==================== block 1
### Congestion heat map, block 1

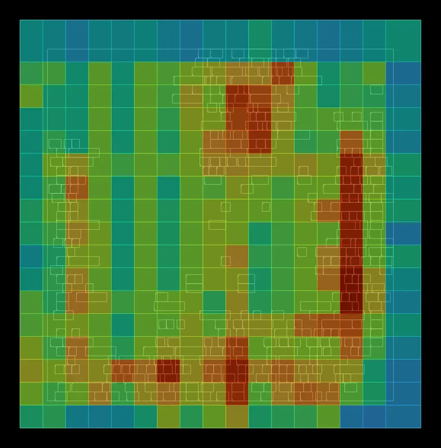

## src/rtl/memory_read_arbiter_pkg.sv

```systemverilog
// Shared types for the cache-to-AXI read arbiter: requester identity and read-ID path.
// Latency: n/a (types and helpers only).
// Backpressure: n/a.
package memory_read_arbiter_pkg;

    localparam int MRA_ID_WIDTH = 2;

    typedef enum logic {
        MRRS_ICACHE = 1'b0,
        MRRS_DCACHE = 1'b1
    } MemReadReqSource;

    typedef logic [MRA_ID_WIDTH-1:0] MemReadIdPath;

    // Round-robin partner of a requester.
    function automatic MemReadReqSource other_source(input MemReadReqSource s);
        return (s == MRRS_ICACHE) ? MRRS_DCACHE : MRRS_ICACHE;
    endfunction

endpackage

```

## src/rtl/memory_read_id_allocator.sv

```systemverilog
// Tracks which AXI read IDs are outstanding and which cache owns each one.
// Latency: allocate/free take effect at the next edge; lookup and lowest-free are combinational.
// Backpressure: none internally; anyFree tells the arbiter when to stall requesters.
module memory_read_id_allocator
    import memory_read_arbiter_pkg::*;
#(
    parameter int ID_WIDTH = 2
) (
    input  logic                clk,
    input  logic                rst,
    input  logic                allocValid,
    input  MemReadReqSource     allocOwner,
    output logic [ID_WIDTH-1:0] allocId,
    input  logic                freeValid,
    input  logic [ID_WIDTH-1:0] freeId,
    input  logic [ID_WIDTH-1:0] lookupId,
    output logic                lookupBusy,
    output MemReadReqSource     lookupOwner,
    output logic                anyFree,
    output logic                anyBusy
);

    localparam int ID_NUM = 2 ** ID_WIDTH;

    logic [ID_NUM-1:0]                  busyVec;
    MemReadReqSource [ID_NUM-1:0]       owner;

    // Lowest-numbered free ID; scanning downward lets the smallest index win.
    always_comb begin
        allocId = '0;
        for (int i = ID_NUM - 1; i >= 0; i--) begin
            if (!busyVec[i]) allocId = ID_WIDTH'(i);
        end
    end

    assign anyFree     = ~&busyVec;
    assign anyBusy     = |busyVec;
    assign lookupBusy  = busyVec[lookupId];
    assign lookupOwner = owner[lookupId];

    // Outstanding table; a freed ID is the one just returned, never the one being allocated.
    always_ff @(posedge clk or negedge rst) begin
        if (!rst) begin
            busyVec <= '0;
            for (int i = 0; i < ID_NUM; i++) owner[i] <= MRRS_ICACHE;
        end else begin
            for (int i = 0; i < ID_NUM; i++) begin
                if (freeValid && freeId == ID_WIDTH'(i)) busyVec[i] <= 1'b0;
                if (allocValid && allocId == ID_WIDTH'(i)) begin
                    busyVec[i] <= 1'b1;
                    owner[i]   <= allocOwner;
                end
            end
        end
    end

endmodule

```

## src/rtl/memory_read_arbiter.sv

```systemverilog
// Round-robin I/D-cache read arbiter onto one AXI4 AR/R pair with read-ID allocation and R routing.
// Latency: accept -> arValid one cycle; R beats routed to the owning cache combinationally.
// Backpressure: requests stall while the AR register is held by !arReady or all IDs are outstanding.
module memory_read_arbiter
    import memory_read_arbiter_pkg::*;
#(
    parameter int ID_WIDTH   = 2,
    parameter int ADDR_WIDTH = 32,
    parameter int DATA_WIDTH = 64
) (
    input  logic                  clk,
    input  logic                  rst,
    input  logic                  icReqValid,
    input  logic [ADDR_WIDTH-1:0] icReqAddr,
    output logic                  icReqReady,
    input  logic                  dcReqValid,
    input  logic [ADDR_WIDTH-1:0] dcReqAddr,
    output logic                  dcReqReady,
    output logic                  arValid,
    input  logic                  arReady,
    output logic [ID_WIDTH-1:0]   arId,
    output logic [ADDR_WIDTH-1:0] arAddr,
    input  logic                  rValid,
    output logic                  rReady,
    input  logic [ID_WIDTH-1:0]   rId,
    input  logic [DATA_WIDTH-1:0] rData,
    input  logic                  rLast,
    output logic                  icRespValid,
    output logic [DATA_WIDTH-1:0] icRespData,
    output logic                  icRespLast,
    output logic                  dcRespValid,
    output logic [DATA_WIDTH-1:0] dcRespData,
    output logic                  dcRespLast,
    output logic                  busy,
    output logic                  protocolError
);

    MemReadReqSource       rrPtr;
    MemReadReqSource       acceptSrc;
    MemReadReqSource       lookupOwner;
    logic                  slotFree;
    logic                  grantIc;
    logic                  grantDc;
    logic                  accept;
    logic [ADDR_WIDTH-1:0] acceptAddr;
    logic [ID_WIDTH-1:0]   allocId;
    logic                  lookupBusy;
    logic                  anyFree;
    logic                  anyBusy;
    logic                  rHit;

    assign slotFree = !arValid || arReady;

    // Grant follows the pointer only when both caches contend.
    always_comb begin
        grantIc    = icReqValid && (!dcReqValid || rrPtr == MRRS_ICACHE);
        grantDc    = dcReqValid && (!icReqValid || rrPtr == MRRS_DCACHE);
        icReqReady = grantIc && slotFree && anyFree;
        dcReqReady = grantDc && slotFree && anyFree;
        accept     = icReqReady || dcReqReady;
        acceptSrc  = icReqReady ? MRRS_ICACHE : MRRS_DCACHE;
        acceptAddr = icReqReady ? icReqAddr : dcReqAddr;
    end

    memory_read_id_allocator #(
        .ID_WIDTH (ID_WIDTH)
    ) u_id_alloc (
        .clk         (clk),
        .rst         (rst),
        .allocValid  (accept),
        .allocOwner  (acceptSrc),
        .allocId     (allocId),
        .freeValid   (rValid && rLast),
        .freeId      (rId),
        .lookupId    (rId),
        .lookupBusy  (lookupBusy),
        .lookupOwner (lookupOwner),
        .anyFree     (anyFree),
        .anyBusy     (anyBusy)
    );

    // AR output register: reloads on accept (even while draining), clears when drained idle.
    always_ff @(posedge clk or negedge rst) begin
        if (!rst) begin
            arValid <= 1'b0;
            arId    <= '0;
            arAddr  <= '0;
        end else if (accept) begin
            arValid <= 1'b1;
            arId    <= allocId;
            arAddr  <= acceptAddr;
        end else if (arReady) begin
            arValid <= 1'b0;
        end
    end

    // Pointer passes to the other cache only when a request is actually taken.
    always_ff @(posedge clk or negedge rst) begin
        if (!rst)        rrPtr <= MRRS_ICACHE;
        else if (accept) rrPtr <= other_source(acceptSrc);
    end

    // Sticky flag for beats arriving on an ID that nobody owns.
    always_ff @(posedge clk or negedge rst) begin
        if (!rst)                       protocolError <= 1'b0;
        else if (rValid && !lookupBusy) protocolError <= 1'b1;
    end

    // Zero-latency R routing; beats on unallocated IDs are dropped.
    always_comb begin
        rHit        = rValid && lookupBusy;
        icRespValid = rHit && lookupOwner == MRRS_ICACHE;
        dcRespValid = rHit && lookupOwner == MRRS_DCACHE;
        icRespData  = rData;
        dcRespData  = rData;
        icRespLast  = rLast;
        dcRespLast  = rLast;
    end

    assign rReady = rst;
    assign busy   = arValid || anyBusy;

endmodule

```

## config.mk

```make
export PLATFORM = sky130hd
export DESIGN_NAME = memory_read_arbiter
export DESIGN_NICKNAME = d
export VERILOG_FILES = /design/src/rtl/memory_read_arbiter_pkg.sv /design/src/rtl/memory_read_id_allocator.sv /design/src/rtl/memory_read_arbiter.sv
export SDC_FILE = /design/constraint.sdc
export NUM_CORES = 1
export LEC_CHECK = 0
export CORE_AREA = 8 8 113 115
export CTS_BUF_LIST = sky130_fd_sc_hd__clkbuf_8
export CTS_CLUSTER_DIAMETER = 100
export CTS_CLUSTER_SIZE = 8
export DETAILED_ROUTE_END_ITERATION = 8
export DIE_AREA = 0 0 121 123
export HOLD_SLACK_MARGIN = 0.08
export PLACE_DENSITY = 0.8
export SYNTH_ARGS = -nofsm -noshare
export SYNTH_HDL_FRONTEND = slang
export SYNTH_HIERARCHICAL = 1
export SYNTH_SLANG_ARGS = --single-unit
```

## constraint.sdc

```tcl
create_clock -name clk -period 2.8 [get_ports clk]
set_input_delay 0.56 -clock clk [delete_from_list [all_inputs] [get_ports clk]]
set_output_delay 0.56 -clock clk [all_outputs]
set_load 0.02 [all_outputs]
```

==================== block 2
### src/rtl/periodo_pkg.sv
// -----------------------------------------------------------------------------
// periodo_pkg
// Definitions shared by the signal-period generator and the signal-period
// counter, so that both blocks agree on field widths and on FSM encoding.
//   CNT_W_DEF  : default width of period / high-time fields (12 bits).
//   NPER_W_DEF : default width of the period-count field (8 bits).
//   state_e    : generator FSM states (IDLE, HIGH, LOW).
// -----------------------------------------------------------------------------
package periodo_pkg;

    localparam int CNT_W_DEF  = 12;
    localparam int NPER_W_DEF = 8;

    // Fixed encodings so a waveform or checker can decode the state directly.
    localparam logic [1:0] ST_IDLE_ENC = 2'd0;
    localparam logic [1:0] ST_HIGH_ENC = 2'd1;
    localparam logic [1:0] ST_LOW_ENC  = 2'd2;

    typedef enum logic [1:0] {
        ST_IDLE = ST_IDLE_ENC,
        ST_HIGH = ST_HIGH_ENC,
        ST_LOW  = ST_LOW_ENC
    } state_e;

endpackage

### src/rtl/signal_period_generator.sv
// -----------------------------------------------------------------------------
// signal_period_generator
// Emits a registered square wave `sinal` with period P and high time H, both
// measured in clocks, for N periods (N = 0 means run until stop).
//
// Handshake: `start` is a single-cycle request, looked at only while IDLE;
// `stop` is looked at only while HIGH or LOW and wins over a period that
// completes in the same cycle. There is no back-pressure: a request seen in a
// state that samples it takes effect on the next rising clock edge.
//
// Ports:
//   clock         in   system clock, rising edge
//   reset         in   asynchronous active-low reset
//   start         in   begin emission (IDLE only)
//   stop          in   abort emission (HIGH/LOW only)
//   period_clocks in   P, total period in clocks   [CNT_W]
//   high_clocks   in   H, high time in clocks      [CNT_W]
//   num_periods   in   N, periods to emit, 0=forever [NPER_W]
//   sinal         out  generated waveform (registered)
//   busy          out  emitting (HIGH or LOW)
//   done          out  one-cycle pulse on completion or on an accepted stop
//   cfg_error     out  sticky flag for a rejected start
//   periods_done  out  full periods completed since last accepted start [NPER_W]
// -----------------------------------------------------------------------------
module signal_period_generator
    import periodo_pkg::*;
#(
    parameter int CNT_W  = CNT_W_DEF,
    parameter int NPER_W = NPER_W_DEF
) (
    input  logic              clock,
    input  logic              reset,
    input  logic              start,
    input  logic              stop,
    input  logic [CNT_W-1:0]  period_clocks,
    input  logic [CNT_W-1:0]  high_clocks,
    input  logic [NPER_W-1:0] num_periods,
    output logic              sinal,
    output logic              busy,
    output logic              done,
    output logic              cfg_error,
    output logic [NPER_W-1:0] periods_done
);

    state_e            state_q, state_d;
    logic [CNT_W-1:0]  phase_q, phase_d;
    logic [CNT_W-1:0]  high_q, high_d;      // latched H
    logic [CNT_W-1:0]  low_q, low_d;        // latched P-H
    logic [NPER_W-1:0] nper_q, nper_d;      // latched N
    logic [NPER_W-1:0] pdone_q, pdone_d;
    logic              sinal_q, sinal_d;
    logic              done_q, done_d;
    logic              cfg_err_q, cfg_err_d;

    logic              cfg_legal;
    logic [NPER_W-1:0] pdone_inc;

    // 2 <= P and 1 <= H <= P-1; H < P covers the upper bound without a subtract.
    assign cfg_legal = (period_clocks >= CNT_W'(2)) &&
                       (high_clocks != '0) &&
                       (high_clocks < period_clocks);

    always_comb begin
        state_d   = state_q;
        phase_d   = phase_q;
        high_d    = high_q;
        low_d     = low_q;
        nper_d    = nper_q;
        pdone_d   = pdone_q;
        sinal_d   = sinal_q;
        done_d    = 1'b0;
        cfg_err_d = cfg_err_q;
        pdone_inc = pdone_q + NPER_W'(1);

        case (state_q)
            ST_IDLE: begin
                if (start) begin
                    if (cfg_legal) begin
                        high_d    = high_clocks;
                        // Never negative: legality guarantees H < P.
                        low_d     = period_clocks - high_clocks;
                        nper_d    = num_periods;
                        pdone_d   = '0;
                        cfg_err_d = 1'b0;
                        phase_d   = CNT_W'(1);
                        sinal_d   = 1'b1;
                        state_d   = ST_HIGH;
                    end else begin
                        cfg_err_d = 1'b1;
                    end
                end
            end

            ST_HIGH: begin
                if (stop) begin
                    state_d = ST_IDLE;
                    phase_d = '0;
                    sinal_d = 1'b0;
                    done_d  = 1'b1;
                end else if (phase_q == high_q) begin
                    state_d = ST_LOW;
                    phase_d = CNT_W'(1);
                    sinal_d = 1'b0;
                end else begin
                    phase_d = phase_q + CNT_W'(1);
                end
            end

            ST_LOW: begin
                if (stop) begin
                    // Partial period is abandoned and not counted.
                    state_d = ST_IDLE;
                    phase_d = '0;
                    sinal_d = 1'b0;
                    done_d  = 1'b1;
                end else if (phase_q == low_q) begin
                    pdone_d = pdone_inc;
                    if ((nper_q != '0) && (pdone_inc == nper_q)) begin
                        state_d = ST_IDLE;
                        phase_d = '0;
                        sinal_d = 1'b0;
                        done_d  = 1'b1;
                    end else begin
                        // Next period starts immediately: no idle gap.
                        state_d = ST_HIGH;
                        phase_d = CNT_W'(1);
                        sinal_d = 1'b1;
                    end
                end else begin
                    phase_d = phase_q + CNT_W'(1);
                end
            end

            default: begin
                state_d = ST_IDLE;
                phase_d = '0;
                sinal_d = 1'b0;
            end
        endcase
    end

    always_ff @(posedge clock or negedge reset) begin
        if (!reset) begin
            state_q   <= ST_IDLE;
            phase_q   <= '0;
            high_q    <= '0;
            low_q     <= '0;
            nper_q    <= '0;
            pdone_q   <= '0;
            sinal_q   <= 1'b0;
            done_q    <= 1'b0;
            cfg_err_q <= 1'b0;
        end else begin
            state_q   <= state_d;
            phase_q   <= phase_d;
            high_q    <= high_d;
            low_q     <= low_d;
            nper_q    <= nper_d;
            pdone_q   <= pdone_d;
            sinal_q   <= sinal_d;
            done_q    <= done_d;
            cfg_err_q <= cfg_err_d;
        end
    end

    assign sinal        = sinal_q;
    assign busy         = (state_q == ST_HIGH) || (state_q == ST_LOW);
    assign done         = done_q;
    assign cfg_error    = cfg_err_q;
    assign periods_done = pdone_q;

endmodule

### config.mk
export PLATFORM = sky130hd
export DESIGN_NAME = signal_period_generator
export DESIGN_NICKNAME = d
export VERILOG_FILES = /design/src/rtl/periodo_pkg.sv /design/src/rtl/signal_period_generator.sv
export SDC_FILE = /design/constraint.sdc
export NUM_CORES = 1
export LEC_CHECK = 0
export CORE_ASPECT_RATIO = 0.5
export CORE_UTILIZATION = 30
export CTS_CLUSTER_SIZE = 14
export DETAILED_ROUTE_END_ITERATION = 8
export PLACE_DENSITY_LB_ADDON = 0.3
export SLEW_MARGIN = 20
export SYNTH_ARGS = -nofsm -noshare
export SYNTH_HDL_FRONTEND = slang
export SYNTH_SLANG_ARGS = --single-unit
### constraint.sdc
create_clock -name clock -period 2.1 [get_ports clock]
set_input_delay 0.525 -clock clock [delete_from_list [all_inputs] [get_ports clock]]
set_output_delay 0.525 -clock clock [all_outputs]
set_load 0.02 [all_outputs]
==================== block 3
--- src/rtl/fetch_pkg.sv ---
// Shared types and constants for the instruction fetch path.
package fetch_pkg;

   localparam logic [31:0] NOP = 32'h0000_0013;

   typedef struct packed {
      logic [31:0] instr;
      logic [31:0] pc;
      logic        fault;
   } fetch_entry_t;

   typedef enum logic {
      RUN   = 1'b0,
      FAULT = 1'b1
   } fetch_state_e;

endpackage

--- src/rtl/fetch_fifo.sv ---
// Synchronous FIFO of fetch entries with flush; head is read straight from storage registers.
module fetch_fifo
   import fetch_pkg::*;
#(
   parameter int DEPTH = 2
) (
   input  logic                     clk,
   input  logic                     rst_n,
   input  logic                     push,
   input  fetch_entry_t             push_entry,
   input  logic                     pop,
   input  logic                     flush,
   output fetch_entry_t             head,
   output logic [$clog2(DEPTH):0]   count
);

   localparam int AW = $clog2(DEPTH);
   localparam int CW = AW + 1;

   fetch_entry_t   mem_reg [DEPTH];
   logic [AW-1:0]  wr_ptr_reg;
   logic [AW-1:0]  rd_ptr_reg;
   logic [CW-1:0]  count_reg;
   logic           push_ok;
   logic           pop_ok;

   assign pop_ok  = pop && (count_reg != '0);
   assign push_ok = push && (count_reg != CW'(DEPTH) || pop_ok);

   always_ff @(posedge clk) begin
      if (push_ok && !flush) begin
         mem_reg[wr_ptr_reg] <= push_entry;
      end
   end

   // Pointers wrap naturally because DEPTH is a power of two.
   always_ff @(posedge clk) begin
      if (!rst_n || flush) begin
         wr_ptr_reg <= '0;
         rd_ptr_reg <= '0;
         count_reg  <= '0;
      end else begin
         if (push_ok) begin
            wr_ptr_reg <= wr_ptr_reg + AW'(1);
         end
         if (pop_ok) begin
            rd_ptr_reg <= rd_ptr_reg + AW'(1);
         end
         count_reg <= count_reg + CW'(push_ok) - CW'(pop_ok);
      end
   end

   assign head  = mem_reg[rd_ptr_reg];
   assign count = count_reg;

endmodule

--- src/rtl/fetch_ctrl.sv ---
// Fetch controller: owns the fetch PC, issues single-word reads and buffers returned words for decode.
module fetch_ctrl
   import fetch_pkg::*;
#(
   parameter logic [31:0] RESET_PC   = 32'h0000_0000,
   parameter int          FIFO_DEPTH = 2
) (
   input  logic        i_clk,
   input  logic        i_rst_n,
   output logic        o_imem_req,
   output logic [31:0] o_imem_addr,
   input  logic        i_imem_gnt,
   input  logic [31:0] i_imem_rdata,
   output logic        o_instr_valid,
   output logic [31:0] o_instr,
   output logic [31:0] o_instr_pc,
   output logic        o_instr_fault,
   input  logic        i_instr_ready,
   input  logic        i_redirect,
   input  logic [31:0] i_redirect_pc
);

   localparam int CW = $clog2(FIFO_DEPTH) + 1;

   fetch_state_e  state_reg;
   logic [31:0]   fetch_pc_reg;
   logic [31:0]   req_pc_reg;
   logic          inflight_reg;
   logic          discard_reg;

   fetch_entry_t  head;
   fetch_entry_t  push_entry;
   logic [CW-1:0] count;
   logic          valid;
   logic          pop;
   logic          space;
   logic          aligned;
   logic          run;
   logic          issue;
   logic          accept;
   logic          resp_push;
   logic          fault_push;

   assign valid   = (count != '0);
   assign pop     = valid && i_instr_ready;
   // An in-flight response already owns a slot, so it is counted against free space.
   assign space   = (int'(count) + int'(inflight_reg) - int'(pop)) < FIFO_DEPTH;
   assign aligned = (fetch_pc_reg[1:0] == 2'b00);
   assign run     = i_rst_n && !i_redirect && (state_reg == RUN);
   assign issue   = run && aligned && space;
   assign accept  = issue && i_imem_gnt;

   assign resp_push  = inflight_reg && !discard_reg;
   // Waiting for inflight to drain keeps the fault entry behind all older data.
   assign fault_push = run && !aligned && !inflight_reg && space;

   always_comb begin
      push_entry = '{instr: i_imem_rdata, pc: req_pc_reg, fault: 1'b0};
      if (fault_push) begin
         push_entry = '{instr: NOP, pc: fetch_pc_reg, fault: 1'b1};
      end
   end

   fetch_fifo #(
      .DEPTH (FIFO_DEPTH)
   ) u_fifo (
      .clk        (i_clk),
      .rst_n      (i_rst_n),
      .push       (resp_push || fault_push),
      .push_entry (push_entry),
      .pop        (pop),
      .flush      (i_redirect),
      .head       (head),
      .count      (count)
   );

   always_ff @(posedge i_clk) begin
      if (!i_rst_n) begin
         state_reg    <= RUN;
         fetch_pc_reg <= RESET_PC;
         req_pc_reg   <= '0;
         inflight_reg <= 1'b0;
         discard_reg  <= 1'b0;
      end else if (i_redirect) begin
         state_reg    <= RUN;
         fetch_pc_reg <= i_redirect_pc;
         inflight_reg <= accept;
         discard_reg  <= accept;
      end else begin
         inflight_reg <= accept;
         discard_reg  <= 1'b0;
         if (accept) begin
            fetch_pc_reg <= fetch_pc_reg + 32'd4;
            req_pc_reg   <= fetch_pc_reg;
         end
         if (fault_push) begin
            state_reg <= FAULT;
         end
      end
   end

   assign o_imem_req    = issue;
   assign o_imem_addr   = issue ? fetch_pc_reg : '0;
   assign o_instr_valid = valid;
   assign o_instr       = valid ? head.instr : '0;
   assign o_instr_pc    = valid ? head.pc : '0;
   assign o_instr_fault = valid && head.fault;

endmodule

--- config.mk ---
export PLATFORM = sky130hd
export DESIGN_NAME = fetch_ctrl
export DESIGN_NICKNAME = d
export VERILOG_FILES = /design/src/rtl/fetch_pkg.sv /design/src/rtl/fetch_fifo.sv /design/src/rtl/fetch_ctrl.sv
export SDC_FILE = /design/constraint.sdc
export NUM_CORES = 1
export LEC_CHECK = 0
export CELL_PAD_IN_SITES_DETAIL_PLACEMENT = 1
export CELL_PAD_IN_SITES_GLOBAL_PLACEMENT = 2
export CORE_UTILIZATION = 35
export DETAILED_ROUTE_END_ITERATION = 10
export HOLD_SLACK_MARGIN = 0.1
export PLACE_DENSITY = 0.85
export SLEW_MARGIN = 20
export SYNTH_ARGS = -nofsm -noshare
export SYNTH_HDL_FRONTEND = slang
export SYNTH_HIERARCHICAL = 1
export SYNTH_SLANG_ARGS = --single-unit
--- constraint.sdc ---
create_clock -name i_clk -period 12.4 [get_ports i_clk]
set_input_delay 2.48 -clock i_clk [delete_from_list [all_inputs] [get_ports i_clk]]
set_output_delay 2.48 -clock i_clk [all_outputs]
set_load 0.05 [all_outputs]
### Signal wires by layer, block 2

Only two layers are drawn.
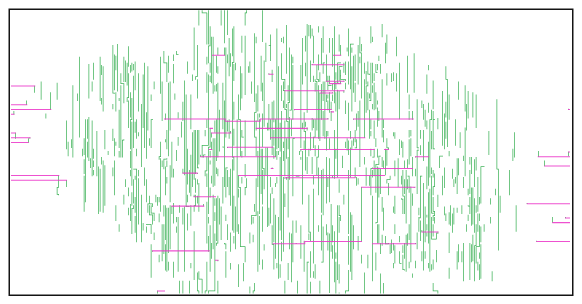
[green] metal 2 | wire length: 5,540 um
[magenta] metal 3 | wire length: 510 um
Total Routed Length: 12,100 um
overall routing resource usage: 0.189
DR WL/cell: 16.3 um

==> results_slide.txt, block 2 <==
Flow Results at a Glance

Die
  – Core area: 12,200 um2
  – Die height: 82.1 um
  – Fp_density: 0.317
  – Tap Cells: 165

Yosys
  – Post-synth net total: 463
  – XOR-XNOR Cells, Area Fraction: 0.0819
  – Synth logic family: simple AND/OR/NAND/NOR gates
  – Post-Syn Area per Cell: 9.44 um2
  – Synthesized area: 3850 um2
  – Ys async rst share: 1.00

Layout
  – Nonclk inv count: 30
  – Fillers: 1,064
  – Bufs w/o clock: 173
  – Non-clock buffer area fraction after layout: 0.243
  – Flop area: 1430 um2
  – # clk buffers: 9
  – Core Util, Final: 0.529
  – Multi-input logic portion of the cell area: 0.432
  – Layout cells sized above 1: 0.459
  – Flop Count: 57

Power
  – Power per Cell Area: 1050 nW/um2
  – Switching pwr: 2350 uW
  – Sw Ratio: 0.350
  – Overall Power: 6720 uW
  – Clock power share: 0.240
  – P_clk: 1610 uW
  – Seq pwr: 1870 uW
  – Internal power: 4360 uW
  – Comb pwr share: 0.482

Clock tree
  – Post-CTS Setup Bufs: 19
  – Clk sinks: 57
  – Num CTS Buffers: 9
  – CTS root buf: clkbuf_16
  – Clock transition at the registers of the reported paths: 0.06 ns
  – CTS max path bufs: 2

Worst setup path
  – Critical Path RT: 2.37 ns
  – CP top delay family: simple AND/OR/NAND/NOR gates
  – Cells along the critical path: buf_6, ha_4, fa_2, nand2b_4, a211oi_4, o31a_1, buf_6, o221ai_4, or4b_4, nand3_2
  – Critical Path Stages: 10
  – Slowest CP cell: or4b_4
  – Crit. End Element: register
  – Worst path max stage delay: 0.54 ns

Detailed routing
  – Max layer used: met4
  – Vias per Instance: 5.04
  – Wire length on met2: 5540 um
  – Drt first pass iters: 5
  – M1 WL: 5880 um
  – Antenna Nets Post-Route: 0
  – Met3 WL: 510 um

STA
  – Slew Limit Fails: 0
  – Fmax: 419 MHz
  – Setup_tns: -9.38 ns
  – Clock skew: 0.00653 ns
  – Final Setup Violations: 54
  – Fin crit period: 2.38 ns
  – Worst-Margin Slew: 0.482 ns
  – Final worst slack: -0.284 ns

Global route
  – Met1 usage: 0.253
  – Largest net degree at the start of global routing: 58
  – Grt total ovfl: 0
  – Met3 usage: 0.0355
  – Initial antenna violation count: 0

Status
  – Failing checks: negative setup slack
  – Status: complete, but fails checks

Placed design
  – Placer Congestion: 0.859
  – # port buffers: 47

Flow run
  – MaxCap Viol Count: 0
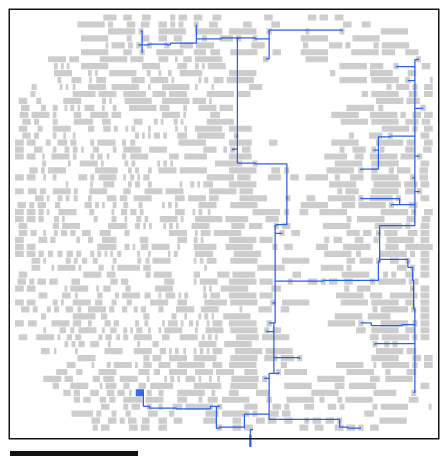
*Wires at chosen ports, followed through buffers, block 3*
Scale bar: 50 um.
[blue] `o_instr_valid` | bits: 1 | direction: output | edge: bottom | end cells: 1 | buffers: 1 | wire: 761 um
# port buffers: 165
I/O pin count: 168

==> results_slide.txt, block 3 <==
Flow Results at a Glance

Global route
  – Vias in the first global route: 6,941
  – Met2 Use GR: 0.278
  – Met3 usage: 0.0269
  – Grt total ovfl: 0

Worst setup path
  – Critical Path RT: 9.92 ns
  – CP startpoint: i_instr_ready
  – Crit. End Element: output port
  – Slowest CP cell: clkdlybuf4s50_1
  – Crit path arrival time: 5.93 ns
  – WP buf/inv: 2
  – Cells along the critical path: clkdlybuf4s50_1, and2_1, nor2b_1, o21ai_0, fa_1, and4bb_1, and3_2, and2_1, clkdlybuf4s50_1
  – Critical path type: primary input to output port

Layout
  – Final-layout clock-cell area share: 0.0639
  – Ant. Diodes: 0
  – Flop share of the area: 0.436
  – Non-clock buffer area fraction after layout: 0.141
  – # clk buffers: 41
  – Dominant logic cell type in the layout: clkdlybuf4s50_1
  – Final nets: 1,024
  – Largest cell class by area: flip-flops and latches

Power
  – Internal power: 1200 uW
  – Sw Ratio: 0.225
  – P_clk: 680 uW
  – Comb pwr share: 0.078
  – Power per Cell Area: 126 nW/um2

Yosys
  – Yosys reg bits: 202
  – Synthesized area: 9590 um2
  – Yosys cell count: 805
  – Primary FF master, synth: edfxtp_1

Die
  – Chip area: 28,100 um2
  – Die Wd: 168 um
  – Core Rows: 60
  – Core area: 26,900 um2
  – Die height: 168 um

Detailed routing
  – Vias per Instance: 5.04
  – Antenna Nets Post-Route: 0

Worst hold path
  – Min-Delay Path Class: register to register
  – Hold_sp: req_pc_reg[29]

Clock tree
  – CTS resizes: 0
  – Clk sinks: 202
  – CTS root buf: clkbuf_16
  – CTS max path bufs: 3

Placed design
  – Placed Area: 11,500 um2

Status
  – Status: finished clean

STA
  – Slew Limit Headroom: 0.346
  – Setup_tns: 0 ns
### Sequential cells grouped by signal name, block 1

Scale bar: 20 um. Other sequential cells in the stronger gray, the rest of the logic in the fainter gray.
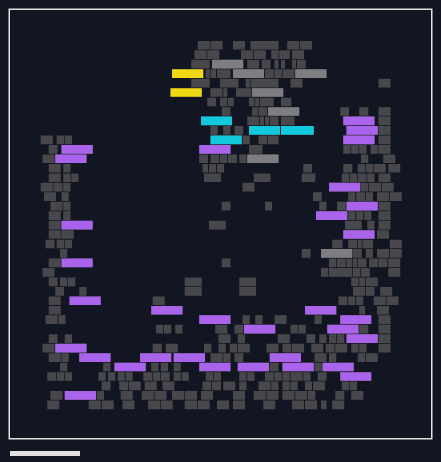
[yellow] `arId` | placed flops: 2
[cyan] `u_id_alloc/busyVec` | placed flops: 4 | where: top middle
[purple] `arAddr` | placed flops: 32
not colored: 7
seq pwr: 1220 uW
Flop area: 1130 um2
Core Util, Final: 0.357
flop share of the area: 0.285

Notes on 'Congestion heat map' of block 1 above:
met2 Use GR: 0.252
gr busiest metal: met2
met3 usage: 0.0557
DR WL/cell: 22.2 um

==> results_slide.txt, block 1 <==
Flow Results at a Glance

Worst setup path
  – Critical Path Source Type: primary input
  – Critical path type: primary input to output port
  – CP startpoint: rId[0]
  – Worst R2R Start: u_id_alloc/busyVec[1]
  – Crit Path Max Fanout: 3
  – CP top delay family: buffers and inverters
  – Reg2reg setup slack: 0.41 ns

Clock tree
  – CTS resizes: 2
  – Clk sinks: 45
  – CTS tree: done
  – CTS max path bufs: 2
  – Num CTS Buffers: 5
  – CTS root buf: clkbuf_8

Detailed routing
  – Vias per Instance: 5.64
  – Residual DRC: 0
  – Drt first pass iters: 4
  – Wire length on met2: 5670 um
  – Met3 WL: 1230 um

STA
  – RSZ-0062 raised after global routing: false
  – Endpoints failing hold: 0
  – Final worst slack: 0.0792 ns
  – Clock skew: 0.00503 ns
  – Slew Limit Headroom: 0.603
  – Worst-Margin Slew: 0.595 ns

Power
  – P_clk: 457 uW
  – Leak pwr: 0.00147 uW
  – VDD IR max: 0.521 mV
  – Power per Cell Area: 1010 nW/um2

Placed design
  – Placed Area: 3840 um2
  – Worst slack, placed: -0.157 ns
  – Placer Congestion: 0.822
  – Hpwl dp: 7950 um

Yosys
  – Sequential-to-total area share from yosys stat: 0.316
  – Top cells by count, synth: buf_4, a31oi_1, dfrtp_1
  – MUX share of area: 0.0348
  – Synth top area share: 0.316
  – Top cell type by instance count after synthesis: buf_4
  – Post-synth net total: 533

Layout
  – Finished Cell Area: 3950 um2
  – Non-clock buffer area fraction after layout: 0.325
  – # clk buffers: 7
  – Max reg flops: 32
  – Final-layout clock-cell area share: 0.0256
  – Final nets: 502
  – MI comb area: 1250 um2
  – Multi-input logic portion of the cell area: 0.315
  – Layout cells sized above 1: 0.115
  – Non-filler instance count after layout: 509

Die
  – Die Wd: 121 um
  – I/O pin count: 309
  – Core Rows: 39

Global route
  – Overall routing resource usage: 0.146

Status
  – Status: finished clean

Flow run
  – MaxCap Viol Count: 0


==> notes/layouts.md <==
Pictures saved along the way, in no particular order.

The metal 1 layer.
picture 1
Scale bar: 50 um. Supply wires on this layer in gray.
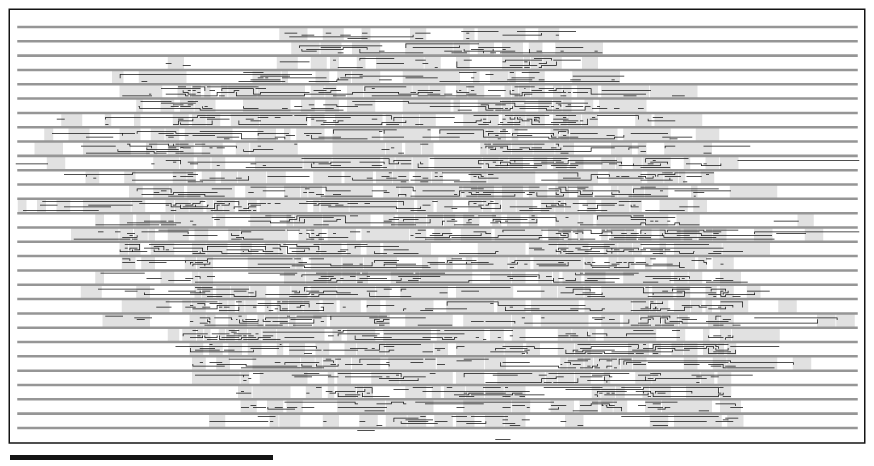
picture 2
Scale bar: 20 um. Supply wires on this layer in gray.
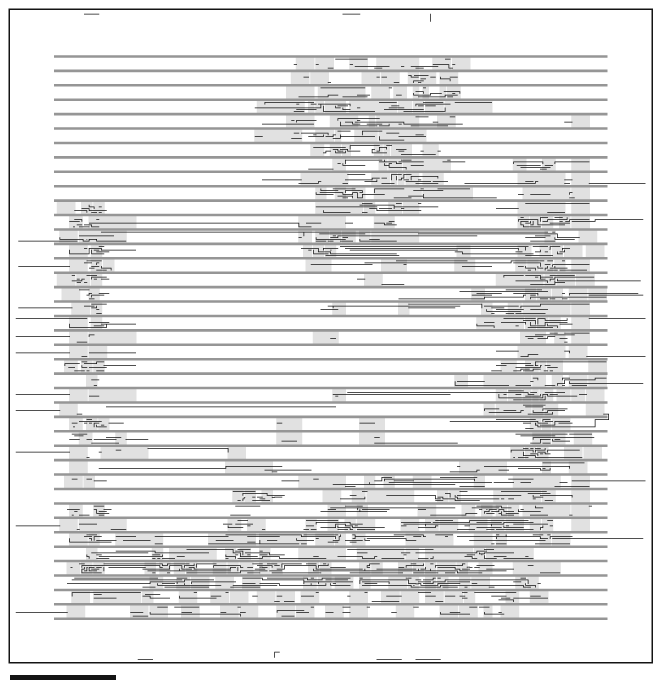
picture 3
Scale bar: 50 um. Supply wires on this layer in gray.
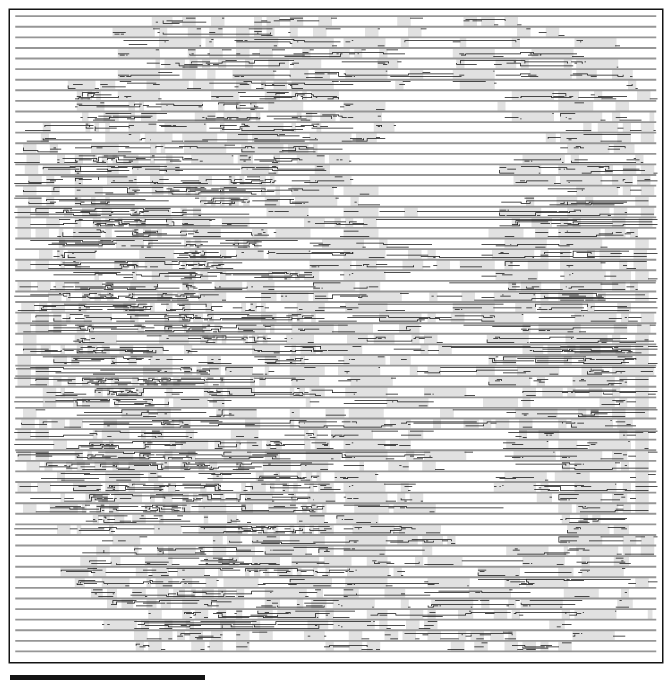
| picture | from |
|---|---|
| picture 2 | block 1 |
| picture 3 | block 3 |
| picture 1 | block 2 |

Key to picture 3:
main direction: horizontal
share of all routed wire: 49%
wire length on this layer: 11,600 um
nets with wire on the layer: 924
longest straight run: 72.2 um

No activity file was given, so power comes from the tool's default toggle rates.
